######## stdp_weight_updater ########
==> stdp_weight_updater/final_congestion.png <==
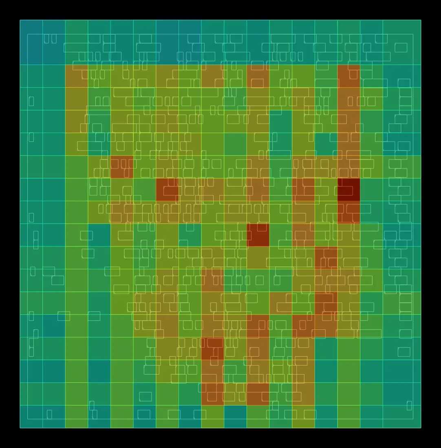
==> stdp_weight_updater/zoom.png <==
The bar under the picture is 10 microns long. Window x 18 to 43, y 18 to 43 microns. Cells in gray, sequential cells in the stronger gray; small squares are vias.
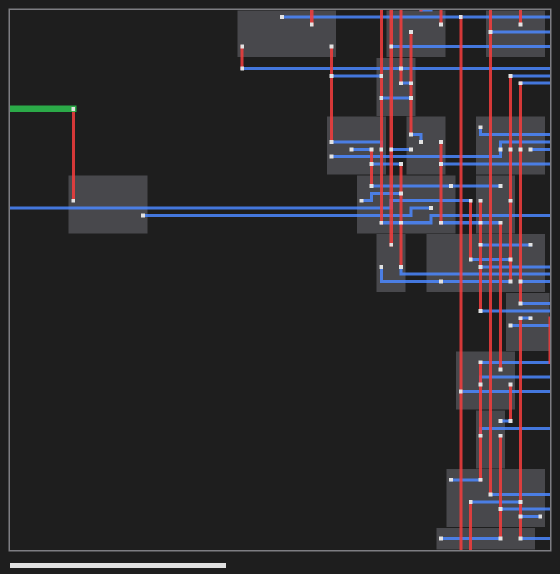
==> stdp_weight_updater/gate_families.png <==
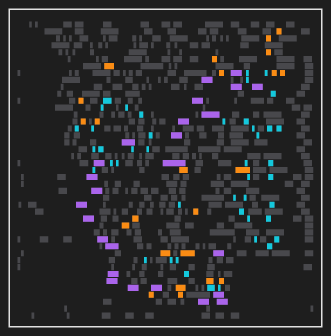
### config.mk
export PLATFORM = sky130hd
export DESIGN_NAME = stdp_weight_updater
export DESIGN_NICKNAME = d
export VERILOG_FILES = /design/src/rtl/stdp_weight_updater.sv
export SDC_FILE = /design/constraint.sdc
export NUM_CORES = 1
export LEC_CHECK = 0
export CAP_MARGIN = 20
export CELL_PAD_IN_SITES_DETAIL_PLACEMENT = 1
export CELL_PAD_IN_SITES_GLOBAL_PLACEMENT = 2
export CORE_AREA = 2 2 120 122
export DETAILED_ROUTE_END_ITERATION = 6
export DIE_AREA = 0 0 122 124
export PLACE_DENSITY_LB_ADDON = 0.25
export SLEW_MARGIN = 20
export SYNTH_ARGS = -nofsm -noshare
export SYNTH_HDL_FRONTEND = slang
export SYNTH_SLANG_ARGS = --single-unit
### constraint.sdc
create_clock -name clk -period 4.4 [get_ports clk]
set_input_delay 0.88 -clock clk [delete_from_list [all_inputs] [get_ports clk]]
set_output_delay 0.88 -clock clk [all_outputs]
set_load 0.02 [all_outputs]
### src/rtl/stdp_weight_updater.sv
// Read-modify-write controller applying a shift-based exponential STDP delta to one synaptic weight.
// Optional feature macro: STDP_UPD_SAT_STATS_EN builds the saturating sat_count statistics counter.
//
// state   | meaning
// --------+-------------------------------------------------------------
// S_IDLE  | waiting for a request; req_ready high
// S_READ  | RAM read address presented; RAM registers the weight
// S_CALC  | registered weight available; new weight computed and latched
// S_WRITE | new weight written back; upd_done pulses
module stdp_weight_updater #(
    parameter int DATA_WIDTH = 18,
    parameter int ADDR_WIDTH = 4,
    parameter int DT_WIDTH   = 8,
    parameter int TAU_LOG2   = 2,
    parameter int A_PLUS     = 64,
    parameter int A_MINUS    = 48,
    parameter int W_MIN      = 0,
    parameter int W_MAX      = 8191
) (
    input  logic                         clk,
    input  logic                         rst,
    input  logic                         req_valid,
    output logic                         req_ready,
    input  logic [ADDR_WIDTH-1:0]        req_addr,
    input  logic signed [DT_WIDTH-1:0]   req_dt,
    output logic [ADDR_WIDTH-1:0]        ram_rd_addr,
    input  logic signed [DATA_WIDTH-1:0] ram_rd_data,
    output logic [ADDR_WIDTH-1:0]        ram_wr_addr,
    output logic signed [DATA_WIDTH-1:0] ram_wr_data,
    output logic                         ram_we,
    output logic                         upd_done,
    output logic signed [DATA_WIDTH-1:0] upd_weight,
    output logic                         busy,
    output logic [15:0]                  sat_count
);

    localparam int SW = DATA_WIDTH + 2;
    localparam logic signed [SW-1:0] W_MIN_S = SW'(W_MIN);
    localparam logic signed [SW-1:0] W_MAX_S = SW'(W_MAX);

    typedef enum logic [1:0] {
        S_IDLE  = 2'd0,
        S_READ  = 2'd1,
        S_CALC  = 2'd2,
        S_WRITE = 2'd3
    } state_t;

    state_t                         state_q, state_d;
    logic [ADDR_WIDTH-1:0]          addr_q, addr_d;
    logic signed [DT_WIDTH-1:0]     dt_q, dt_d;
    logic signed [DATA_WIDTH-1:0]   wnew_q, wnew_d;

    logic signed [DT_WIDTH:0]       dt_ext;
    logic [DT_WIDTH:0]              mag;
    logic [DT_WIDTH:0]              shift;
    logic [SW-1:0]                  amp_plus;
    logic [SW-1:0]                  amp_minus;
    logic signed [SW-1:0]           delta;
    logic signed [SW-1:0]           weight_ext;
    logic signed [SW-1:0]           sum;
    logic                           sat_under;
    logic                           sat_over;
    logic signed [DATA_WIDTH-1:0]   clamped;

    always_ff @(posedge clk) begin
        if (rst) begin
            state_q <= S_IDLE;
            addr_q  <= '0;
            dt_q    <= '0;
            wnew_q  <= '0;
        end else begin
            state_q <= state_d;
            addr_q  <= addr_d;
            dt_q    <= dt_d;
            wnew_q  <= wnew_d;
        end
    end

    // The extra bit keeps |dt| exact for the most negative dt value.
    always_comb begin
        dt_ext    = {dt_q[DT_WIDTH-1], dt_q};
        mag       = dt_ext[DT_WIDTH] ? unsigned'(-dt_ext) : unsigned'(dt_ext);
        shift     = mag >> TAU_LOG2;
        amp_plus  = SW'(A_PLUS) >> shift;
        amp_minus = SW'(A_MINUS) >> shift;
        delta     = '0;
        if (32'(shift) < 32'd16) begin
            if (dt_ext[DT_WIDTH]) begin
                delta = -signed'(amp_minus);
            end else if (dt_ext != '0) begin
                delta = signed'(amp_plus);
            end
        end
        weight_ext = {{2{ram_rd_data[DATA_WIDTH-1]}}, ram_rd_data};
        sum        = weight_ext + delta;
        sat_under  = (sum < W_MIN_S);
        sat_over   = (sum > W_MAX_S);
        if (sat_under) begin
            clamped = DATA_WIDTH'(W_MIN);
        end else if (sat_over) begin
            clamped = DATA_WIDTH'(W_MAX);
        end else begin
            clamped = sum[DATA_WIDTH-1:0];
        end
    end

    always_comb begin
        state_d = state_q;
        addr_d  = addr_q;
        dt_d    = dt_q;
        wnew_d  = wnew_q;
        case (state_q)
            S_IDLE: begin
                if (req_valid && req_ready) begin
                    state_d = S_READ;
                    addr_d  = req_addr;
                    dt_d    = req_dt;
                end
            end
            S_READ:  state_d = S_CALC;
            S_CALC: begin
                state_d = S_WRITE;
                wnew_d  = clamped;
            end
            S_WRITE: state_d = S_IDLE;
            default: state_d = S_IDLE;
        endcase
    end

    assign req_ready   = (state_q == S_IDLE);
    assign busy        = (state_q != S_IDLE);
    assign ram_rd_addr = addr_q;
    assign ram_wr_addr = addr_q;
    assign ram_wr_data = wnew_q;
    assign upd_weight  = wnew_q;
    // A synchronous reset landing in WRITE must not let the RAM commit on that edge.
    assign ram_we      = (state_q == S_WRITE) && !rst;
    assign upd_done    = (state_q == S_WRITE) && !rst;

`ifdef STDP_UPD_SAT_STATS_EN
    logic        sat_q, sat_d;
    logic [15:0] sat_cnt_q, sat_cnt_d;

    always_comb begin
        sat_d     = sat_q;
        sat_cnt_d = sat_cnt_q;
        if (state_q == S_CALC) begin
            sat_d = sat_under || sat_over;
        end
        if ((state_q == S_WRITE) && sat_q && (sat_cnt_q != 16'hFFFF)) begin
            sat_cnt_d = sat_cnt_q + 16'd1;
        end
    end

    always_ff @(posedge clk) begin
        if (rst) begin
            sat_q     <= 1'b0;
            sat_cnt_q <= '0;
        end else begin
            sat_q     <= sat_d;
            sat_cnt_q <= sat_cnt_d;
        end
    end

    assign sat_count = sat_cnt_q;
`else
    assign sat_count = 16'd0;
`endif

endmodule

==> out/qor.yml <==
period_minus_slack_ns: 4.20
inverters: 16
power_frac_seq_pct: 22.2
cts_tree: "yes"
seq-power_mw: 0.393
flops: 32
antenna_found_initial: 0
drc_errors: 0
dp_slack_ns: -0.0502
warning_count: 28
status: "finished clean"
r2r-end: "ram_wr_data[1]"
cap_viol_max_count: 0
critPathLaunch: "dt_q[1]"
nNetsFinal: 549
use_met2_pct: 22.3
power_frac_comb_pct: 57.8
cts-htree-levels: 2
fp-row-count: 43
clock-root-buffer: "clkbuf_16"
power_density_nw_per_um2: 396
common_cells: "46 x nand2_1, 40 x buf_4, 38 x a21oi_1"
power-top-group: "combinational logic"
holdPathEnd: "ram_rd_addr[1]"
postSynthSeqShare_pct: 19.6
edf_count: 0
path_cells: "or4_4, nand2_2, xor2_2, o21ai_0, nand3_1, ha_2, a21oi_1, buf_4, ha_1, and4_1, and2b_1, o21a_1, or3_4, a221oi_4, and4bb_4, a311oi_1"
ios: 97
die_y_microns: 124
p_int_mw: 1.02
async_reset_ff_share_pct: 0
switching_share_pct: 42.3
die_area_sq_um: 15100
cts_hold_buf: 0
setup_ws_ns: 0.196
largest_class: "combinational gates"
drt_wl_total_microns: 10700
power_leakage_nw: 1.78
end_kind: "register"
layout.cells.most_common: "clkdlybuf4s50_1"
yosysMostFrequentCell: "nand2_1"
fp-utilization_pct: 23.8
finClkSkew_ns: 0.00893
critical-path-slowest-cell: "or4_4"
highest_layer: "met4"
drt_pass1_iterations: 6
final_cell_mix: "80 x clkdlybuf4s50_1, 45 x nand2_1, 35 x a21oi_1, 32 x dfxtp_1, 30 x buf_4"
clock_buffers: 7
irDropWorstVdd_uv: 170
rrSetupSlack_ns: 0.20
syn_area_per_cell_sq_um: 7.84
cts_resized: 7
clkLatencyLatePin_ns: 0.28
buf_share_pct: 23.6
hp-start: "ram_rd_addr[1]"
postCtsSetupRepairBufs: 0
core-area_sq_um: 13700
Notes on stdp_weight_updater/final_congestion.png above:
Tot GR Track Use: 13.5%
met3 global-route usage: 1.74%
wire length per cell: 15.9 microns
M1 GR Usage: 18.5%
gr busiest metal: met2

Notes on stdp_weight_updater/zoom.png above:
color	layer
green	met3
blue	met1
red	met2
most frequent	ha_1 (3)
sequential cells in the window	0
cells with their middle in the window	16

Notes on stdp_weight_updater/gate_families.png above:
color	family	cells
cyan	NOR gates	44
orange	AND and OR gates	23
purple	adder and majority cells	25

kinds of logic (layout without fill, tap and decap cells):
| kind of cell | Yosys count | in the layout | synth area share (%) |
|---|---|---|---|
| adder cells (fa/ha/maj) | 25 | 25 | 9.82 |
| multiplexers | 1 | 1 | 0.345 |
| other | 1 | 16 | 0.115 |
| AND-OR/OR-AND | 140 | 140 | 32.4 |
| XOR/XNOR | 15 | 15 | 4.03 |
| AND/OR/NAND/NOR | 126 | 127 | 19.3 |
| buffers and inverters | 76 | 136 | 14.4 |
| flip-flops | 32 | 32 | 19.6 |

######## hazard_ctrl_unit ########
==> hazard_ctrl_unit/gate_families.png <==
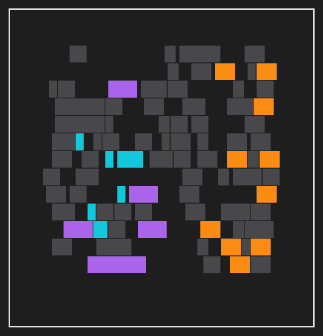
==> src/rtl/hazard_ctrl_unit.sv <==
// Pipeline hazard control: freezes PC/IF/ID/ID-EX during data-memory handshakes, bubbles load-use, flushes after taken branches.
// Stall decision in IDLE is combinational; all else from registered state. HAZARD_TIMEOUT_EN adds a handshake timeout with sticky mem_err.
module hazard_ctrl_unit #(
    parameter int REG_ADDR_W          = 5,
    parameter int BRANCH_FLUSH_CYCLES = 1,
    parameter int TIMEOUT_CYCLES      = 256
) (
    input  logic                  clk,
    input  logic                  rst,
    input  logic [REG_ADDR_W-1:0] IF_ID_rs1,
    input  logic [REG_ADDR_W-1:0] IF_ID_rs2,
    input  logic [REG_ADDR_W-1:0] ID_Ex_rd,
    input  logic                  ID_Ex_MemRead,
    input  logic                  ID_Ex_MemWrite,
    input  logic                  takeBranch,
    input  logic                  mem_ready,
    output logic                  PC_write,
    output logic                  IF_ID_write,
    output logic                  ID_Ex_enable,
    output logic                  IF_ID_flush,
    output logic                  ID_Ex_flush,
    output logic                  mem_busy,
    output logic                  mem_err
);

    typedef enum logic [1:0] {
        S_IDLE     = 2'd0,
        S_ACK_WAIT = 2'd1,
        S_BUSY     = 2'd2,
        S_DONE     = 2'd3
    } mem_state_t;

    localparam int FW = (BRANCH_FLUSH_CYCLES > 1) ? $clog2(BRANCH_FLUSH_CYCLES) : 1;
    localparam logic [FW-1:0] FC_LOAD = FW'(BRANCH_FLUSH_CYCLES - 1);

    mem_state_t    r_state;
    mem_state_t    w_state_nxt;
    logic [FW-1:0] r_fcnt;
    logic          w_mem_op;
    logic          w_in_wait;
    logic          w_mem_stall;
    logic          w_lu_stall;
    logic          w_timeout;
    logic          w_rd_hit;

    assign w_mem_op    = ID_Ex_MemRead | ID_Ex_MemWrite;
    assign w_in_wait   = (r_state == S_ACK_WAIT) || (r_state == S_BUSY);
    assign w_mem_stall = w_in_wait || ((r_state == S_IDLE) && w_mem_op);
    assign w_rd_hit    = (ID_Ex_rd == IF_ID_rs1) || (ID_Ex_rd == IF_ID_rs2);
    // rd != 0 also rules out a match on an x0 source operand
    assign w_lu_stall  = (r_state == S_DONE) && ID_Ex_MemRead &&
                         (ID_Ex_rd != '0) && w_rd_hit;
    assign mem_busy    = w_in_wait;

`ifdef HAZARD_TIMEOUT_EN
    localparam int TW = $clog2(TIMEOUT_CYCLES + 1);
    localparam logic [TW-1:0] TO_VAL = TW'(TIMEOUT_CYCLES);

    logic [TW-1:0] r_tcnt;
    logic          r_err;

    // Fires on the cycle that completes TIMEOUT_CYCLES cycles of waiting
    assign w_timeout = w_in_wait && ((r_tcnt + 1'b1) == TO_VAL);

    always_ff @(posedge clk) begin
        if (rst) begin
            r_tcnt <= '0;
            r_err  <= 1'b0;
        end else begin
            if (w_in_wait && !w_timeout) begin
                r_tcnt <= r_tcnt + 1'b1;
            end else begin
                r_tcnt <= '0;
            end
            if (w_timeout) begin
                r_err <= 1'b1;
            end
        end
    end

    assign mem_err = r_err;
`else
    // Without the timeout option the wait is unbounded; the parameter range makes this term constant 0.
    assign w_timeout = (TIMEOUT_CYCLES == 0) && w_in_wait;
    assign mem_err   = 1'b0;
`endif

    always_ff @(posedge clk) begin
        if (rst) begin
            r_state <= S_IDLE;
        end else begin
            r_state <= w_state_nxt;
        end
    end

    always_comb begin
        w_state_nxt = r_state;
        case (r_state)
            S_IDLE:     if (w_mem_op) w_state_nxt = S_ACK_WAIT;
            S_ACK_WAIT: if (w_timeout) w_state_nxt = S_DONE;
                        else if (!mem_ready) w_state_nxt = S_BUSY;
            S_BUSY:     if (w_timeout || mem_ready) w_state_nxt = S_DONE;
            S_DONE:     w_state_nxt = S_IDLE;
            default:    w_state_nxt = S_IDLE;
        endcase
    end

    // Any stall freezes the flush sequence; a branch is only accepted when nothing stalls
    always_ff @(posedge clk) begin
        if (rst) begin
            r_fcnt <= '0;
        end else if (!w_mem_stall && !w_lu_stall) begin
            if (takeBranch) begin
                r_fcnt <= FC_LOAD;
            end else if (r_fcnt != '0) begin
                r_fcnt <= r_fcnt - 1'b1;
            end
        end
    end

    always_comb begin
        PC_write     = 1'b1;
        IF_ID_write  = 1'b1;
        ID_Ex_enable = 1'b1;
        IF_ID_flush  = 1'b0;
        ID_Ex_flush  = 1'b0;
        if (w_mem_stall) begin
            PC_write     = 1'b0;
            IF_ID_write  = 1'b0;
            ID_Ex_enable = 1'b0;
        end else if (w_lu_stall) begin
            PC_write     = 1'b0;
            IF_ID_write  = 1'b0;
            ID_Ex_flush  = 1'b1;
        end else if (takeBranch) begin
            IF_ID_flush  = 1'b1;
            ID_Ex_flush  = 1'b1;
        end else if (r_fcnt != '0) begin
            IF_ID_flush  = 1'b1;
        end
    end

endmodule

==> config.mk <==
export PLATFORM = sky130hd
export DESIGN_NAME = hazard_ctrl_unit
export DESIGN_NICKNAME = d
export VERILOG_FILES = /design/src/rtl/hazard_ctrl_unit.sv
export SDC_FILE = /design/constraint.sdc
export NUM_CORES = 1
export LEC_CHECK = 0
export ABC_AREA = 0
export CAP_MARGIN = 25
export CORE_AREA = 5 5 42 44
export DETAILED_ROUTE_END_ITERATION = 10
export DIE_AREA = 0 0 47 49
export PLACE_DENSITY = 0.64
export SLEW_MARGIN = 20
export SYNTH_ARGS = -nofsm -noshare
export SYNTH_HDL_FRONTEND = slang
export SYNTH_SLANG_ARGS = --single-unit
==> constraint.sdc <==
create_clock -name clk -period 1.9 [get_ports clk]
set_input_delay 0.38 -clock clk [delete_from_list [all_inputs] [get_ports clk]]
set_output_delay 0.38 -clock clk [all_outputs]
set_load 0.01 [all_outputs]
==> out/qor.yml <==
drv_slew: 0
inverters: 2
worst_hold_path.num_cells: 3
yosysTopAreaCell: "xnor2_1"
cts.sinks: 2
status: "finished clean"
fin_tns_setup_ns: 0
cp_num_buf_inv: 2
synth_top_area_share_pct: 24.1
buf_share_pct: 41.3
synthAoiAreaFrac_pct: 21.4
timing.final.hold_violations: 0
drtIter0Drc: 5
yosysMostFrequentCell: "xnor2_1"
layout-drive-gt1-share_pct: 42.4
setup_ws_ns: 0.0358
power_frac_comb_pct: 80.4
async_reset_ff_share_pct: 0
rrSetupSlack_ns: 0.41
power_leakage_nw: 0.368
drt_wl_total_microns: 1240
warning_count: 31
clkLatencyLatePin_ns: 0.22
dpl.hpwl_microns: 1020
r2r_cells: 7
grt_start_max_net_pins: 5
syn_area_per_cell_sq_um: 8.06
endpoint: "PC_write"
total_power_mw: 0.876
seq-cell-share_pct: 5.66
period_minus_slack_ns: 1.86
cts_hold_buf: 0
n_antenna_cell: 0
die_w_microns: 47
fin_util_pct: 53.7
place_area_sq_um: 732
cts_tree: "yes"
finClkSkew_ns: 0.000537
grtUsageTotal_pct: 11.0
About hazard_ctrl_unit/gate_families.png:
color	family	cells
cyan	NOR gates	6
purple	adder and majority cells	5
orange	XOR/XNOR gates	10

[routing by layer]
| layer | wire (microns) | track usage, % | vias up |
|---|---|---|---|
| li1 | - | - | 233 |
| met1 | 434 | 10.9 | 202 |
| met2 | 612 | 18.6 | 25 |
| met3 | 192 | 4.43 | 0 |
| met4 | 0 | 5.53 | 0 |
| met5 | 0 | 0 | - |
[power groups by stage]
stage,clock network (mW),logic (mW),registers [mW]
floorplan,0,0.329,0.0798
global placement,0,0.718,0.0718
detailed placement,0,0.727,0.0718
CTS,0.0986,0.668,0.0712
global route,0.106,0.778,0.0827
finish,0.0926,0.705,0.0787

######## temp_sensor_master_multi ########
==> temp_sensor_master_multi/port_nets.png <==
The bar under the picture is 20 microns long.
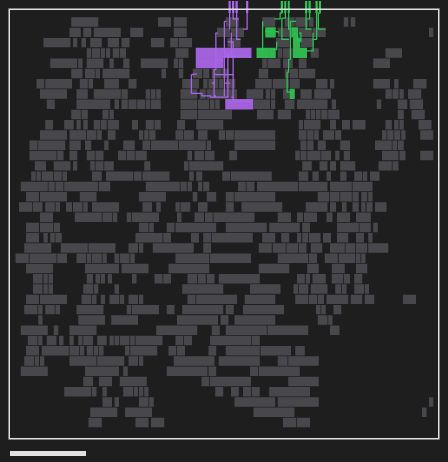
==> temp_sensor_master_multi/gate_families.png <==
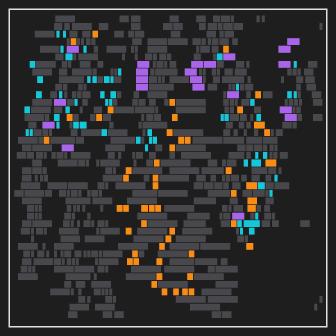
## src/rtl/temp_sensor_pkg.sv

```systemverilog
// rtl/temp_sensor_pkg.sv - shared FSM encoding and 7-segment glyphs for the temperature-sensor master
package temp_sensor_pkg;

    typedef enum logic [2:0] {
        ST_IDLE   = 3'd0,
        ST_SETUP  = 3'd1,
        ST_SHIFT  = 3'd2,
        ST_HOLD   = 3'd3,
        ST_UPDATE = 3'd4,
        ST_GAP    = 3'd5
    } state_t;

    // Segment order {a,b,c,d,e,f,g}, bit6 = a, active high
    localparam logic [6:0] SEG_0     = 7'b1111110;
    localparam logic [6:0] SEG_1     = 7'b0110000;
    localparam logic [6:0] SEG_2     = 7'b1101101;
    localparam logic [6:0] SEG_3     = 7'b1111001;
    localparam logic [6:0] SEG_4     = 7'b0110011;
    localparam logic [6:0] SEG_5     = 7'b1011011;
    localparam logic [6:0] SEG_6     = 7'b1011111;
    localparam logic [6:0] SEG_7     = 7'b1110000;
    localparam logic [6:0] SEG_8     = 7'b1111111;
    localparam logic [6:0] SEG_9     = 7'b1111011;
    localparam logic [6:0] SEG_BLANK = 7'b0000000;
    localparam logic [6:0] SEG_MINUS = 7'b0000001;

    function automatic logic [6:0] seg_digit(input logic [3:0] d);
        case (d)
            4'd0:    return SEG_0;
            4'd1:    return SEG_1;
            4'd2:    return SEG_2;
            4'd3:    return SEG_3;
            4'd4:    return SEG_4;
            4'd5:    return SEG_5;
            4'd6:    return SEG_6;
            4'd7:    return SEG_7;
            4'd8:    return SEG_8;
            4'd9:    return SEG_9;
            default: return SEG_BLANK;
        endcase
    endfunction

endpackage

```

## src/rtl/temp_seg_decoder.sv

```systemverilog
// rtl/temp_seg_decoder.sv - signed integer degrees to sign/tens/units 7-segment glyphs
// Ports: i_temp (signed 8-bit C) -> o_seg_sign, o_seg_tens, o_seg_units (combinational)
module temp_seg_decoder
    import temp_sensor_pkg::*;
(
    input  logic [7:0] i_temp,
    output logic [6:0] o_seg_sign,
    output logic [6:0] o_seg_tens,
    output logic [6:0] o_seg_units
);

    logic [7:0] w_mag;
    logic [3:0] w_tens;
    logic [3:0] w_units;

    always_comb begin
        // -(-128) wraps to 8'h80 = 128 unsigned, which the clamp below handles
        w_mag = i_temp[7] ? (8'd0 - i_temp) : i_temp;
        if (w_mag > 8'd99) begin
            w_mag = 8'd99;
        end
        w_tens  = 4'(w_mag / 8'd10);
        w_units = 4'(w_mag % 8'd10);

        o_seg_sign  = i_temp[7] ? SEG_MINUS : SEG_BLANK;
        o_seg_tens  = (w_tens == 4'd0) ? SEG_BLANK : seg_digit(w_tens);
        o_seg_units = seg_digit(w_units);
    end

endmodule

```

## src/rtl/temp_sensor_master_multi.sv

```systemverilog
// rtl/temp_sensor_master_multi.sv - round-robin multi-channel serial temperature sensor master
// Ports: clk, reset (sync, active low), enable, sio in; sclk, cs_n[NCH], busy out;
//        disp_sel in; sample_valid/sample_ch/sample_temp, alarm[NCH], seg_sign/tens/units out
module temp_sensor_master_multi
    import temp_sensor_pkg::*;
#(
    parameter int NCH         = 4,
    parameter int FRAME_BITS  = 16,
    parameter int TEMP_BITS   = 10,
    parameter int FRAC_BITS   = 2,
    parameter int CLK_DIV     = 4,
    parameter int IDLE_CYCLES = 64,
    parameter int HI_THRESH   = 50,
    parameter int HYST        = 2,
    localparam int CHW        = (NCH > 1) ? $clog2(NCH) : 1
) (
    input  logic           clk,
    input  logic           reset,
    input  logic           enable,
    input  logic           sio,
    output logic           sclk,
    output logic [NCH-1:0] cs_n,
    output logic           busy,
    input  logic [CHW-1:0] disp_sel,
    output logic           sample_valid,
    output logic [CHW-1:0] sample_ch,
    output logic [7:0]     sample_temp,
    output logic [NCH-1:0] alarm,
    output logic [6:0]     seg_sign,
    output logic [6:0]     seg_tens,
    output logic [6:0]     seg_units
);

    localparam int DW = (CLK_DIV > 1) ? $clog2(CLK_DIV) : 1;
    localparam int HW = $clog2(2 * FRAME_BITS);
    localparam int IW = $clog2(IDLE_CYCLES + 1);

    state_t                r_state;
    logic [CHW-1:0]        r_ch;
    logic [DW-1:0]         r_div;
    logic [HW-1:0]         r_half;
    logic [IW-1:0]         r_idle_cnt;
    logic                  r_first;
    logic                  r_sclk;
    logic [FRAME_BITS-1:0] r_shreg;
    logic [CHW-1:0]        r_sample_ch;
    logic [7:0]            r_sample_temp;
    logic [NCH-1:0]        r_alarm;
    logic [7:0]            r_temp [NCH];

    logic                        w_div_end;
    logic                        w_last_half;
    logic                        w_last_ch;
    logic                        w_idle_done;
    logic signed [TEMP_BITS-1:0] w_raw;
    int                          w_deg_full;
    logic [7:0]                  w_deg;
    logic                        w_alarm_next;
    logic [7:0]                  w_disp_temp;

    assign w_div_end   = (r_div == DW'(CLK_DIV - 1));
    assign w_last_half = (r_half == HW'(2 * FRAME_BITS - 1));
    assign w_last_ch   = (r_ch == CHW'(NCH - 1));
    // The very first round after reset skips the idle wait
    assign w_idle_done = r_first || (r_idle_cnt == IW'(IDLE_CYCLES - 1));

    always_comb begin
        w_raw      = r_shreg[FRAME_BITS-1 -: TEMP_BITS];
        w_deg_full = int'(w_raw) >>> FRAC_BITS;
        if (w_deg_full > 127) begin
            w_deg = 8'd127;
        end else if (w_deg_full < -128) begin
            w_deg = 8'h80;
        end else begin
            w_deg = w_deg_full[7:0];
        end

        w_alarm_next = r_alarm[r_ch];
        if (w_deg_full >= HI_THRESH) begin
            w_alarm_next = 1'b1;
        end else if (w_deg_full < HI_THRESH - HYST) begin
            w_alarm_next = 1'b0;
        end
    end

    always_ff @(posedge clk) begin
        if (!reset) begin
            r_state       <= ST_IDLE;
            r_ch          <= '0;
            r_div         <= '0;
            r_half        <= '0;
            r_idle_cnt    <= '0;
            r_first       <= 1'b1;
            r_sclk        <= 1'b0;
            r_shreg       <= '0;
            r_sample_ch   <= '0;
            r_sample_temp <= '0;
            r_alarm       <= '0;
            for (int i = 0; i < NCH; i++) begin
                r_temp[i] <= '0;
            end
        end else begin
            case (r_state)
                ST_IDLE: begin
                    if (!w_idle_done) begin
                        r_idle_cnt <= r_idle_cnt + 1'b1;
                    end else if (enable) begin
                        r_state <= ST_SETUP;
                        r_first <= 1'b0;
                        r_div   <= '0;
                    end
                end
                ST_SETUP: begin
                    r_div <= r_div + 1'b1;
                    if (w_div_end) begin
                        // This edge raises sclk for the first time, so it captures the MSB
                        r_div   <= '0;
                        r_half  <= '0;
                        r_sclk  <= 1'b1;
                        r_shreg <= {r_shreg[FRAME_BITS-2:0], sio};
                        r_state <= ST_SHIFT;
                    end
                end
                ST_SHIFT: begin
                    r_div <= r_div + 1'b1;
                    if (w_div_end) begin
                        r_div <= '0;
                        if (w_last_half) begin
                            // Final half-period is already low; leave sclk there
                            r_state <= ST_HOLD;
                        end else begin
                            r_half <= r_half + 1'b1;
                            r_sclk <= ~r_sclk;
                            if (!r_sclk) begin
                                r_shreg <= {r_shreg[FRAME_BITS-2:0], sio};
                            end
                        end
                    end
                end
                ST_HOLD: begin
                    r_div <= r_div + 1'b1;
                    if (w_div_end) begin
                        // Results land on the edge entering UPDATE so they are visible with the pulse
                        r_div          <= '0;
                        r_state        <= ST_UPDATE;
                        r_sample_ch    <= r_ch;
                        r_sample_temp  <= w_deg;
                        r_temp[r_ch]   <= w_deg;
                        r_alarm[r_ch]  <= w_alarm_next;
                    end
                end
                ST_UPDATE: begin
                    if (w_last_ch || !enable) begin
                        r_state    <= ST_IDLE;
                        r_ch       <= '0;
                        r_idle_cnt <= '0;
                    end else begin
                        r_state <= ST_GAP;
                        r_div   <= '0;
                    end
                end
                ST_GAP: begin
                    r_div <= r_div + 1'b1;
                    if (w_div_end) begin
                        r_div   <= '0;
                        r_ch    <= r_ch + 1'b1;
                        r_state <= ST_SETUP;
                    end
                end
                default: r_state <= ST_IDLE;
            endcase
        end
    end

    always_comb begin
        cs_n = '1;
        if (r_state == ST_SETUP || r_state == ST_SHIFT || r_state == ST_HOLD) begin
            cs_n[r_ch] = 1'b0;
        end
    end

    assign busy         = ~&cs_n;
    assign sclk         = r_sclk;
    assign sample_valid = (r_state == ST_UPDATE);
    assign sample_ch    = r_sample_ch;
    assign sample_temp  = r_sample_temp;
    assign alarm        = r_alarm;
    assign w_disp_temp  = (int'(disp_sel) < NCH) ? r_temp[disp_sel] : r_temp[0];

    temp_seg_decoder u_seg (
        .i_temp      (w_disp_temp),
        .o_seg_sign  (seg_sign),
        .o_seg_tens  (seg_tens),
        .o_seg_units (seg_units)
    );

endmodule

```

## config.mk

```make
export PLATFORM = sky130hd
export DESIGN_NAME = temp_sensor_master_multi
export DESIGN_NICKNAME = d
export VERILOG_FILES = /design/src/rtl/temp_sensor_pkg.sv /design/src/rtl/temp_seg_decoder.sv /design/src/rtl/temp_sensor_master_multi.sv
export SDC_FILE = /design/constraint.sdc
export NUM_CORES = 1
export LEC_CHECK = 0
export CAP_MARGIN = 30
export CORE_UTILIZATION = 40
export DETAILED_ROUTE_END_ITERATION = 12
export SLEW_MARGIN = 15
export SYNTH_ARGS = -nofsm -noshare
export SYNTH_HDL_FRONTEND = slang
export SYNTH_SLANG_ARGS = --single-unit
```

## constraint.sdc

```tcl
create_clock -name clk -period 7.9 [get_ports clk]
set_clock_uncertainty 0.1 [all_clocks]
set_input_delay 1.185 -clock clk [delete_from_list [all_inputs] [get_ports clk]]
set_output_delay 1.185 -clock clk [all_outputs]
set_load 0.005 [all_outputs]
```

==> out/qor.yml <==
drt_pass1_iterations: 4
wire_per_inst_microns: 13.7
status: "finished clean"
logic_area_sq_um: 2810
clock_path_buffers: 2
switching_share_pct: 31.7
drt-vias-per-instance: 5.13
use_met2_pct: 31.3
crit_fanout: 11
grt_util_met3_pct: 1.93
ys_ff: 83
gp_congestion: 0.838
ys_top_logic_family: "simple AND/OR/NAND/NOR gates"
r2r_cells: 5
end_kind: "output port"
synthAoiAreaFrac_pct: 17.1
place_inst: 732
timing.final.hold_violations: 0
cts.sinks: 83
yosys.cell_types.count: 66
period_minus_slack_ns: 7.69
postSynthCellCount: 539
path_delay_family: "AND-OR/OR-AND gates"
clkLatencyLatePin_ns: 0.34
seq-cell-share_pct: 33.8
met1_usage_pct: 19.8
yosysTopAreaCell: "dfxtp_1"
drtAntennaViolNets: 0
die_y_microns: 113
## Picture notes: temp_sensor_master_multi/port_nets.png
color	port	bits	direction	edge	end cells	buffers	wire
green	seg_units	7	output	top	7	7	93.9 microns
purple	alarm	4	output	top	4	4	134 microns

## Picture notes: temp_sensor_master_multi/gate_families.png
color	family	cells
cyan	NOR gates	54
orange	AND and OR gates	52
purple	adder and majority cells	21

==> registers in the layout, summed over array words and instances, names as in the netlist, 3 cells and up <==
name         cells
r_half           5
r_idle_cnt       7
r_temp          32
r_state          3
sample_temp      8
r_shreg         16
alarm            4
==> worst paths after layout <==
check               from            to  slack (ns)
max          disp_sel[0]  seg_units[0]        0.21
min              r_first       r_first        0.35
max reg2reg   r_state[0]  r_temp[1][6]        4.48
min reg2reg      r_first       r_first        0.35

######## decog_seq ########
==> decog_seq/port_nets.png <==
The bar under the picture is 20 microns long.
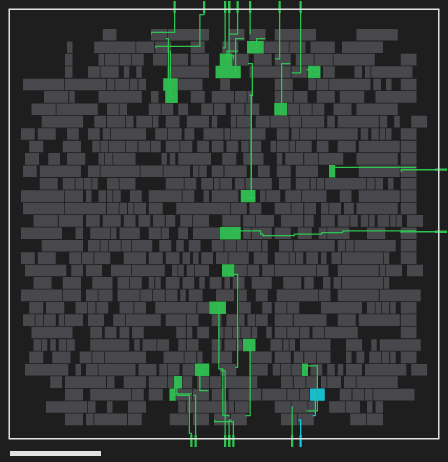
[src/rtl/decog_seq.sv]
// Instruction decoder with an NREGS-entry register bank, ZNC flags, a branch pulse
// and a req/ack store port; one instruction per valid/ready handshake.
module decog_seq #(
   parameter int DATA_W = 16,
   parameter int NREGS  = 2,
   localparam int RSEL_W = $clog2(NREGS)
) (
   input  logic              clk,
   input  logic              rst_n,
   input  logic              instr_valid,
   output logic              instr_ready,
   input  logic [DATA_W-1:0] opcode,
   input  logic [DATA_W-1:0] ld_data,
   input  logic              br_cond,
   output logic              br_out,
   output logic              mem_we,
   output logic [DATA_W-1:0] mem_wdata,
   input  logic              mem_ack,
   input  logic [RSEL_W-1:0] rd_sel,
   output logic [DATA_W-1:0] rd_data,
   output logic [2:0]        znc
);

   typedef enum logic [0:0] {
      IDLE    = 1'b0,
      ST_WAIT = 1'b1
   } state_t;

   localparam logic [3:0] OPC_LD  = 4'b0000;
   localparam logic [3:0] OPC_ST  = 4'b0001;
   localparam logic [3:0] OPC_INC = 4'b0010;
   localparam logic [3:0] OPC_BR  = 4'b0011;
   localparam logic [3:0] OPC_DEC = 4'b0100;
   localparam logic [3:0] OPC_CLR = 4'b0101;

   state_t            state_r, state_nxt_s;
   logic [DATA_W-1:0] regs_r     [NREGS];
   logic [DATA_W-1:0] regs_nxt_s [NREGS];
   logic [2:0]        znc_r, znc_nxt_s;
   logic              br_r, br_nxt_s;
   logic              mem_we_r, mem_we_nxt_s;
   logic [DATA_W-1:0] mem_wdata_r, mem_wdata_nxt_s;

   logic [3:0]        opc_s;
   logic [RSEL_W-1:0] rs_s;
   logic [DATA_W-1:0] cur_s, inc_s, dec_s;
   logic              inc_c_s;

   // Z, N and C from an arithmetic result and its carry/borrow
   function automatic logic [2:0] flags_of(input logic [DATA_W-1:0] res, input logic c);
      return {(res == {DATA_W{1'b0}}), res[DATA_W-1], c};
   endfunction

   assign opc_s = opcode[DATA_W-1 -: 4];
   assign rs_s  = opcode[DATA_W-5 -: RSEL_W];
   assign cur_s = regs_r[rs_s];
   assign {inc_c_s, inc_s} = {1'b0, cur_s} + {{DATA_W{1'b0}}, 1'b1};
   assign dec_s = cur_s - {{(DATA_W-1){1'b0}}, 1'b1};

   assign instr_ready = (state_r == IDLE);
   assign br_out      = br_r;
   assign mem_we      = mem_we_r;
   assign mem_wdata   = mem_wdata_r;
   assign znc         = znc_r;
   assign rd_data     = regs_r[rd_sel];

   // Next-state decode: instructions are only taken in IDLE, the store waits for ack
   always_comb begin
      state_nxt_s     = state_r;
      regs_nxt_s      = regs_r;
      znc_nxt_s       = znc_r;
      br_nxt_s        = 1'b0;
      mem_we_nxt_s    = mem_we_r;
      mem_wdata_nxt_s = mem_wdata_r;
      case (state_r)
         IDLE: begin
            if (instr_valid) begin
               case (opc_s)
                  OPC_LD: begin
                     regs_nxt_s[rs_s] = ld_data;
                  end
                  OPC_ST: begin
                     mem_wdata_nxt_s = cur_s;
                     mem_we_nxt_s    = 1'b1;
                     state_nxt_s     = ST_WAIT;
                  end
                  OPC_INC: begin
                     regs_nxt_s[rs_s] = inc_s;
                     znc_nxt_s        = flags_of(inc_s, inc_c_s);
                  end
                  OPC_BR: begin
                     br_nxt_s = br_cond;
                  end
                  OPC_DEC: begin
                     regs_nxt_s[rs_s] = dec_s;
                     znc_nxt_s        = flags_of(dec_s, (cur_s == {DATA_W{1'b0}}));
                  end
                  OPC_CLR: begin
                     regs_nxt_s[rs_s] = {DATA_W{1'b0}};
                     znc_nxt_s        = 3'b100;
                  end
                  default: begin
                     state_nxt_s = IDLE;
                  end
               endcase
            end else begin
               state_nxt_s = IDLE;
            end
         end
         ST_WAIT: begin
            if (mem_ack) begin
               mem_we_nxt_s = 1'b0;
               state_nxt_s  = IDLE;
            end else begin
               mem_we_nxt_s = 1'b1;
            end
         end
         default: begin
            mem_we_nxt_s = 1'b0;
            state_nxt_s  = IDLE;
         end
      endcase
   end

   // State and output registers; reset abandons any pending store immediately
   always_ff @(posedge clk or negedge rst_n) begin
      if (!rst_n) begin
         state_r     <= IDLE;
         znc_r       <= 3'b000;
         br_r        <= 1'b0;
         mem_we_r    <= 1'b0;
         mem_wdata_r <= {DATA_W{1'b0}};
         for (int i = 0; i < NREGS; i++) begin
            regs_r[i] <= {DATA_W{1'b0}};
         end
      end else begin
         state_r     <= state_nxt_s;
         znc_r       <= znc_nxt_s;
         br_r        <= br_nxt_s;
         mem_we_r    <= mem_we_nxt_s;
         mem_wdata_r <= mem_wdata_nxt_s;
         for (int i = 0; i < NREGS; i++) begin
            regs_r[i] <= regs_nxt_s[i];
         end
      end
   end

endmodule

[config.mk]
export PLATFORM = sky130hd
export DESIGN_NAME = decog_seq
export DESIGN_NICKNAME = d
export VERILOG_FILES = /design/src/rtl/decog_seq.sv
export SDC_FILE = /design/constraint.sdc
export NUM_CORES = 1
export LEC_CHECK = 0
export CORE_MARGIN = 2
export CORE_UTILIZATION = 47
export CTS_CLUSTER_DIAMETER = 30
export CTS_CLUSTER_SIZE = 24
export DETAILED_ROUTE_END_ITERATION = 12
export HOLD_SLACK_MARGIN = 0.03
export PLACE_DENSITY = 0.74
export SYNTH_ARGS = -nofsm -noshare
export SYNTH_HDL_FRONTEND = slang
export SYNTH_SLANG_ARGS = --single-unit
export TNS_END_PERCENT = 100
[constraint.sdc]
create_clock -name clk -period 2.15 [get_ports clk]
set_input_delay 0.43 -clock clk [delete_from_list [all_inputs] [get_ports clk]]
set_output_delay 0.43 -clock clk [all_outputs]
set_load 0.02 [all_outputs]
==> out/qor.yml <==
clock-root-buffer: "clkbuf_8"
power_frac_comb_pct: 55.8
area_leaders: "dfrtp_1 36%, mux2_2 12%, nand2_1 4.7%"
nNetsFinal: 621
r2r_cells: 8
fillers: 569
endpoint: "znc[2]"
yosysMostFrequentCell: "dfrtp_1"
status: "finished with violations"
gp_congestion: 0.981
overflow: 0
comb_share_pct: 44.1
irDropWorstVdd_uv: 633
violations: "setup timing"
grt_util_met3_pct: 3.45
die_w_microns: 93.8
clock_area_share_pct: 1.69
power_density_nw_per_um2: 857
buf_share_pct: 28.3
cts.clk_slew.worst_paths_ns: 0.11
setup_viol: 8
ys_warn_count: 0
synth_top_area_share_pct: 35.6
drc_errors: 0
fin_util_pct: 75.1
clock_buffers: 6
taps: 102
common_cells: "54 x dfrtp_1, 47 x nand2_1, 41 x mux2_2"
cts.sinks: 54
grt_pass1_wl_microns: 19800
setup_ws_ns: -0.0410
final_cell_mix: "112 x buf_4, 51 x dfrtp_1, 46 x nand2_1, 45 x clkdlybuf4s50_1, 33 x mux2_2"
flops: 54
cts-buffers-inserted: 5
clkLatencyLatePin_ns: 0.32
comb_cells: 323
drv_slew: 0
edf_count: 0
## Picture notes: decog_seq/port_nets.png
color	port	bits	direction	edge	end cells	buffers	wire
green	ld_data	16	input	8 top, 6 bottom, 2 right	17	16	403 microns
cyan	br_cond	1	input	bottom	1	1	8.20 microns

-- timing repair --
action | 4_1_cts | 5_1_grt
gates resized | 39 | 31
endpoints found under the setup margin | 42 | 31
gates cloned | 1 | 0
pin swaps | 13 | 15
buffers inserted | 2 | 5
hold buffers | 0 | 0
-- critical path, cell delays in order --
cell	delay (ns)
clkdlybuf4s50_1	0.44
buf_4	0.16
nor3b_1	0.19
buf_4	0.16
o21ai_1	0.09
nor2b_1	0.19
buf_4	0.15
nor4_2	0.21
nand3_1	0.12
o21ai_1	0.18
a31o_1	0.11

######## multicycle_control ########
==> multicycle_control/zoom.png <==
The bar under the picture is 10 microns long. Window x 6 to 31, y 1 to 26 microns. Cells in gray, sequential cells in the stronger gray; small squares are vias.
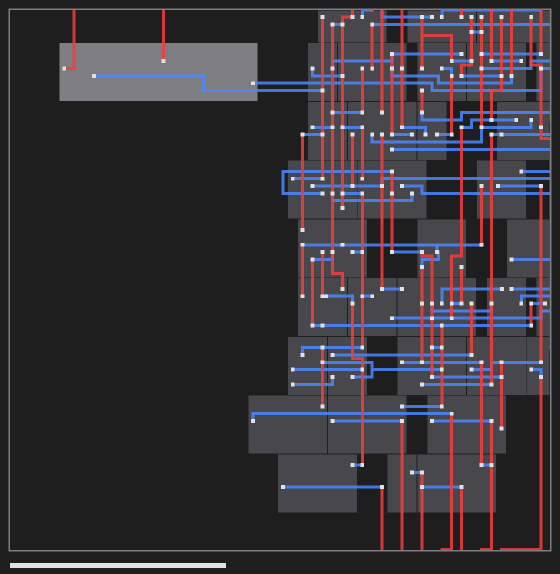
==> multicycle_control/port_nets.png <==
The bar under the picture is 20 microns long.
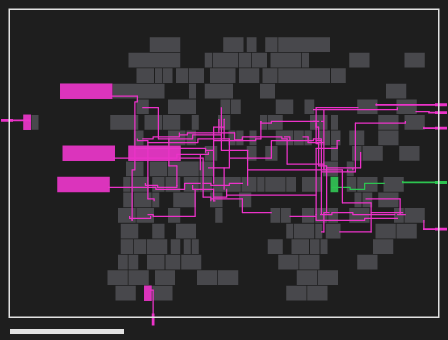
==> config.mk <==
export PLATFORM = sky130hd
export DESIGN_NAME = multicycle_control
export DESIGN_NICKNAME = d
export VERILOG_FILES = /design/src/rtl/control_pkg.sv /design/src/rtl/mem_wait_counter.sv /design/src/rtl/multicycle_control.sv
export SDC_FILE = /design/constraint.sdc
export NUM_CORES = 1
export LEC_CHECK = 0
export CAP_MARGIN = 20
export CORE_ASPECT_RATIO = 0.7
export CORE_MARGIN = 2
export CORE_UTILIZATION = 25
export DETAILED_ROUTE_END_ITERATION = 8
export PLACE_DENSITY = 0.52
export REMOVE_ABC_BUFFERS = 1
export SYNTH_ARGS = -nofsm -noshare
export SYNTH_HDL_FRONTEND = slang
export SYNTH_HIERARCHICAL = 1
export SYNTH_SLANG_ARGS = --single-unit
export TNS_END_PERCENT = 100
==> constraint.sdc <==
create_clock -name clock -period 3.3 [get_ports clock]
set_input_delay 0.66 -clock clock [delete_from_list [all_inputs] [get_ports clock]]
set_output_delay 0.66 -clock clock [all_outputs]
set_load 0.01 [all_outputs]
==> src/rtl/control_pkg.sv <==
// Shared types and decode constants for the multicycle MIPS control FSM.
package control_pkg;

    // State encodings are visible on State_out, so the values are fixed.
    typedef enum logic [3:0] {
        S_FETCH     = 4'd0,
        S_DECODE    = 4'd1,
        S_R_EXEC    = 4'd2,
        S_R_WB      = 4'd3,
        S_ADDI_EXEC = 4'd4,
        S_ADDI_WB   = 4'd5,
        S_MEM_ADDR  = 4'd6,
        S_MEM_READ  = 4'd7,
        S_MEM_WB    = 4'd8,
        S_MEM_WRITE = 4'd9,
        S_BRANCH    = 4'd10,
        S_JUMP      = 4'd11,
        S_EXCEPT    = 4'd12
    } state_t;

    typedef enum logic [2:0] {
        ALU_LOAD = 3'd0,
        ALU_ADD  = 3'd1,
        ALU_SUB  = 3'd2,
        ALU_AND  = 3'd3,
        ALU_INC  = 3'd4,
        ALU_NEG  = 3'd5,
        ALU_XOR  = 3'd6,
        ALU_COMP = 3'd7
    } alu_op_t;

    localparam logic [5:0] OP_RTYPE = 6'h00;
    localparam logic [5:0] OP_J     = 6'h02;
    localparam logic [5:0] OP_BEQ   = 6'h04;
    localparam logic [5:0] OP_BNE   = 6'h05;
    localparam logic [5:0] OP_ADDI  = 6'h08;
    localparam logic [5:0] OP_LW    = 6'h23;
    localparam logic [5:0] OP_SW    = 6'h2B;

    localparam logic [5:0] FN_ADD = 6'h20;
    localparam logic [5:0] FN_SUB = 6'h22;
    localparam logic [5:0] FN_AND = 6'h24;
    localparam logic [5:0] FN_XOR = 6'h26;

    // True for the R-type function codes this controller executes.
    function automatic logic is_known_funct(input logic [5:0] fn);
        return (fn == FN_ADD) || (fn == FN_SUB) || (fn == FN_AND) || (fn == FN_XOR);
    endfunction

endpackage

==> src/rtl/mem_wait_counter.sv <==
// Wait-state counter for memory states: counts cycles spent in the current
// memory state and flags the final one (count == MEM_WAIT).
module mem_wait_counter #(
    parameter int MEM_WAIT = 2
) (
    input  logic clk_i,
    input  logic rst_ni,
    input  logic clear_i,
    input  logic enable_i,
    output logic last_o
);
    localparam logic [3:0] LAST_COUNT = 4'(MEM_WAIT);

    logic [3:0] count_q, count_d;

    // Clear takes priority so a new memory state always starts at zero.
    always_comb begin
        count_d = count_q;
        if (clear_i) begin
            count_d = 4'd0;
        end else if (enable_i) begin
            count_d = count_q + 4'd1;
        end
    end

    // Counter register, zeroed asynchronously with the FSM.
    always_ff @(posedge clk_i or negedge rst_ni) begin
        if (!rst_ni) begin
            count_q <= 4'd0;
        end else begin
            count_q <= count_d;
        end
    end

    assign last_o = (count_q == LAST_COUNT);

endmodule

==> src/rtl/multicycle_control.sv <==
// Multicycle MIPS control FSM (add/sub/and/xor, addi, lw, sw, beq, bne, j).
// Memory states last MEM_WAIT+1 cycles. Define CTRL_EXCEPTION_EN to trap
// undefined instructions through the EXCEPT state; otherwise they act as NOPs.
module multicycle_control
    import control_pkg::*;
#(
    parameter int MEM_WAIT = 2
) (
    input  logic       clock,
    input  logic       reset,
    input  logic [5:0] opcode,
    input  logic [5:0] funct,
    output logic       PCWrite,
    output logic       PCWriteCond,
    output logic       BranchNe,
    output logic       IorD,
    output logic       MemReadWrite,
    output logic       MemtoReg,
    output logic       IRWrite,
    output logic       AluSrcA,
    output logic       RegWrite,
    output logic       RegDst,
    output logic       ABWrite,
    output logic       AluOutWrite,
    output logic       MDRWrite,
    output logic       EPCWrite,
    output logic [1:0] PCSource,
    output logic [1:0] AluSrcB,
    output logic [2:0] ALUOpOut,
    output logic [5:0] State_out
);
    state_t  state_q, state_d;
    alu_op_t alu_op;
    logic    mem_last;
    logic    in_mem_state;

    assign in_mem_state = (state_q == S_FETCH) || (state_q == S_MEM_READ) ||
                          (state_q == S_MEM_WRITE);

    // Any state change restarts the count, so each memory state starts at 0.
    mem_wait_counter #(.MEM_WAIT(MEM_WAIT)) u_wait (
        .clk_i    (clock),
        .rst_ni   (reset),
        .clear_i  (state_d != state_q),
        .enable_i (in_mem_state),
        .last_o   (mem_last)
    );

    // State register; reset abandons any instruction in flight.
    always_ff @(posedge clock or negedge reset) begin
        if (!reset) begin
            state_q <= S_FETCH;
        end else begin
            state_q <= state_d;
        end
    end

    // Next-state and output decode from the registered state.
    always_comb begin
        state_d      = state_q;
        PCWrite      = 1'b0;
        PCWriteCond  = 1'b0;
        BranchNe     = 1'b0;
        IorD         = 1'b0;
        MemReadWrite = 1'b0;
        MemtoReg     = 1'b0;
        IRWrite      = 1'b0;
        AluSrcA      = 1'b0;
        RegWrite     = 1'b0;
        RegDst       = 1'b0;
        ABWrite      = 1'b0;
        AluOutWrite  = 1'b0;
        MDRWrite     = 1'b0;
        EPCWrite     = 1'b0;
        PCSource     = 2'd0;
        AluSrcB      = 2'd0;
        alu_op       = ALU_ADD;

        case (state_q)
            S_FETCH: begin
                AluSrcB = 2'd1;
                if (mem_last) begin
                    IRWrite = 1'b1;
                    PCWrite = 1'b1;
                    state_d = S_DECODE;
                end
            end
            S_DECODE: begin
                AluSrcB     = 2'd3;
                AluOutWrite = 1'b1;
                ABWrite     = 1'b1;
                case (opcode)
                    OP_RTYPE: begin
                        if (is_known_funct(funct)) begin
                            state_d = S_R_EXEC;
                        end else begin
`ifdef CTRL_EXCEPTION_EN
                            state_d = S_EXCEPT;
`else
                            state_d = S_FETCH;
`endif
                        end
                    end
                    OP_ADDI:        state_d = S_ADDI_EXEC;
                    OP_LW, OP_SW:   state_d = S_MEM_ADDR;
                    OP_BEQ, OP_BNE: state_d = S_BRANCH;
                    OP_J:           state_d = S_JUMP;
                    default: begin
`ifdef CTRL_EXCEPTION_EN
                        state_d = S_EXCEPT;
`else
                        state_d = S_FETCH;
`endif
                    end
                endcase
            end
            S_R_EXEC: begin
                AluSrcA     = 1'b1;
                AluOutWrite = 1'b1;
                case (funct)
                    FN_SUB:  alu_op = ALU_SUB;
                    FN_AND:  alu_op = ALU_AND;
                    FN_XOR:  alu_op = ALU_XOR;
                    default: alu_op = ALU_ADD;
                endcase
                state_d = S_R_WB;
            end
            S_R_WB: begin
                RegDst   = 1'b1;
                RegWrite = 1'b1;
                state_d  = S_FETCH;
            end
            S_ADDI_EXEC: begin
                AluSrcA     = 1'b1;
                AluSrcB     = 2'd2;
                AluOutWrite = 1'b1;
                state_d     = S_ADDI_WB;
            end
            S_ADDI_WB: begin
                RegWrite = 1'b1;
                state_d  = S_FETCH;
            end
            S_MEM_ADDR: begin
                AluSrcA     = 1'b1;
                AluSrcB     = 2'd2;
                AluOutWrite = 1'b1;
                state_d     = (opcode == OP_SW) ? S_MEM_WRITE : S_MEM_READ;
            end
            S_MEM_READ: begin
                IorD = 1'b1;
                if (mem_last) begin
                    MDRWrite = 1'b1;
                    state_d  = S_MEM_WB;
                end
            end
            S_MEM_WB: begin
                MemtoReg = 1'b1;
                RegWrite = 1'b1;
                state_d  = S_FETCH;
            end
            S_MEM_WRITE: begin
                IorD         = 1'b1;
                MemReadWrite = 1'b1;
                if (mem_last) begin
                    state_d = S_FETCH;
                end
            end
            S_BRANCH: begin
                AluSrcA     = 1'b1;
                alu_op      = ALU_SUB;
                PCWriteCond = 1'b1;
                PCSource    = 2'd1;
                BranchNe    = (opcode == OP_BNE);
                state_d     = S_FETCH;
            end
            S_JUMP: begin
                PCWrite  = 1'b1;
                PCSource = 2'd2;
                alu_op   = ALU_LOAD;
                state_d  = S_FETCH;
            end
`ifdef CTRL_EXCEPTION_EN
            // PC already points past the faulting word; PC-4 goes to EPC.
            S_EXCEPT: begin
                AluSrcB  = 2'd1;
                alu_op   = ALU_SUB;
                EPCWrite = 1'b1;
                PCWrite  = 1'b1;
                PCSource = 2'd3;
                state_d  = S_FETCH;
            end
`endif
            default: state_d = S_FETCH;
        endcase

        // While reset is held no register or memory may be written.
        if (!reset) begin
            PCWrite      = 1'b0;
            PCWriteCond  = 1'b0;
            IRWrite      = 1'b0;
            RegWrite     = 1'b0;
            ABWrite      = 1'b0;
            AluOutWrite  = 1'b0;
            MDRWrite     = 1'b0;
            EPCWrite     = 1'b0;
            MemReadWrite = 1'b0;
        end
    end

    assign ALUOpOut  = alu_op;
    assign State_out = {2'b00, state_q};

endmodule

==> out/qor.yml <==
postCtsSetupRepairBufs: 0
yosys.cell_types.count: 43
clkLatencyLatePin_ns: 0.23
ys_chip_area_sq_um: 881
drt_wl_total_microns: 2770
clkPwrFrac_pct: 13.0
seq-power_mw: 0.170
syn_area_per_cell_sq_um: 7.66
flop_cell: "dfrtp_1"
use_met2_pct: 20.9
p_int_mw: 0.509
power_leakage_nw: 0.543
worst_setup_path_start_kind: "primary input"
edf_count: 0
clock-root-buffer: "clkbuf_8"
status: "finished clean"
crit_top_cell: "clkdlybuf4s50_1"
cp_data_required_time_ns: 2.64
cts-buffers-inserted: 3
grt_start_max_net_pins: 18
drt-vias-per-instance: 4.86
critical-path-slowest-cell: "clkdlybuf4s50_1"
finClkSkew_ns: 0.00343
nNetsFinal: 175
## Picture notes: multicycle_control/zoom.png
color	layer
red	met2
blue	met1
cells with their middle in the window	32
most frequent	clkdlybuf4s50_1 (5), nor4b_1 (3)
sequential cells in the window	1
netlist names of flops here include	state_q (1)

## Picture notes: multicycle_control/port_nets.png
color	port	bits	direction	edge	end cells	buffers	wire
green	IRWrite	1	output	right	1	1	16.5 microns
magenta	State_out	6	output	4 right, 1 bottom, 1 left	6	7	600 microns

[flip-flops by register name, summed over array words and instances, names as in the netlist]
register,cells
u_wait/count_q,4
state_q,4
[area by class of cell]
type,count,area [sq um],share of cell area (%)
Clock buffer,3,41.3,3.00
Timing Repair Buffer,45,430,31.2
Multi-Input combinational cell,95,624,45.3
Inverter,6,22.5,1.63
Tap cell,47,58.8,4.27
Sequential cell,8,200,14.5
[through the flow]
stage                     hold slack [ns]  util (%)
after detailed placement            0.585      41.1
final                               0.598      42.3
after CTS                           0.592      42.3
after floorplan                     0.364         -
after global placement              0.567      41.1
after global routing                0.620      42.3


==> layout pictures side by side <==
Sequential cells grouped by signal name.
picture 1
The bar under the picture is 20 microns long. Other sequential cells in the stronger gray, the rest of the logic in the fainter gray.
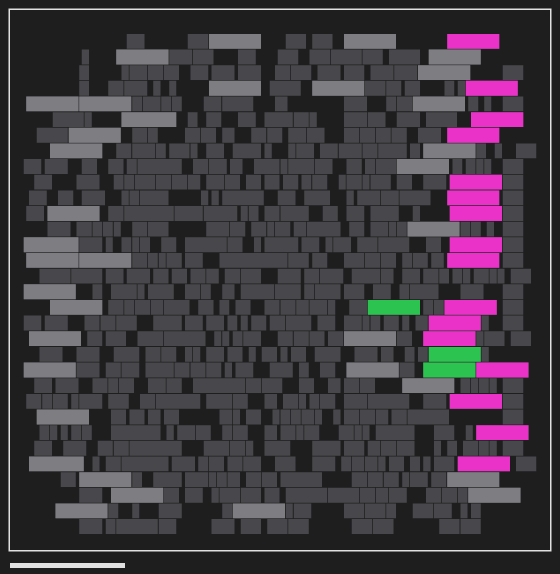
picture 2
The bar under the picture is 20 microns long. Other cells in gray.
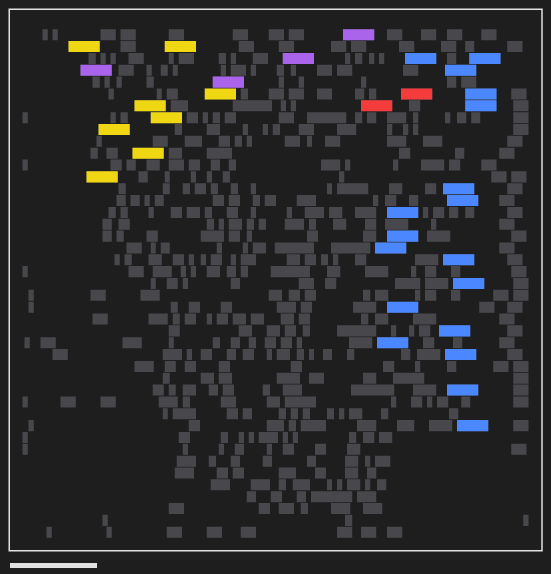
picture 3
The bar under the picture is 20 microns long. Other sequential cells in the stronger gray, the rest of the logic in the fainter gray.
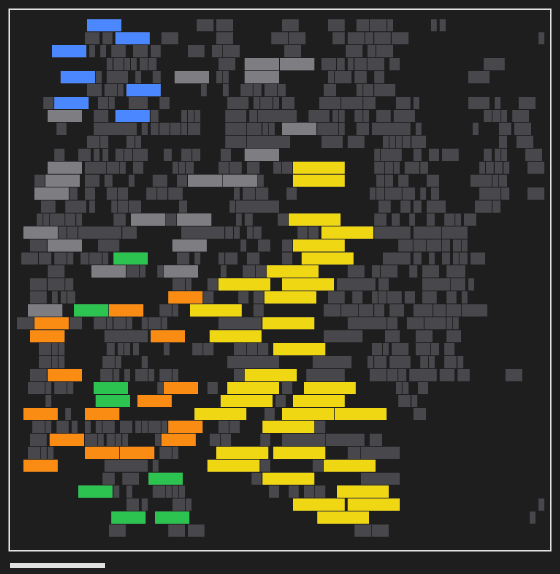
decog_seq -> picture 1
temp_sensor_master_multi -> picture 3
stdp_weight_updater -> picture 2
- smallest die: picture 1

No activity file was given, so power comes from the tool's default toggle rates.
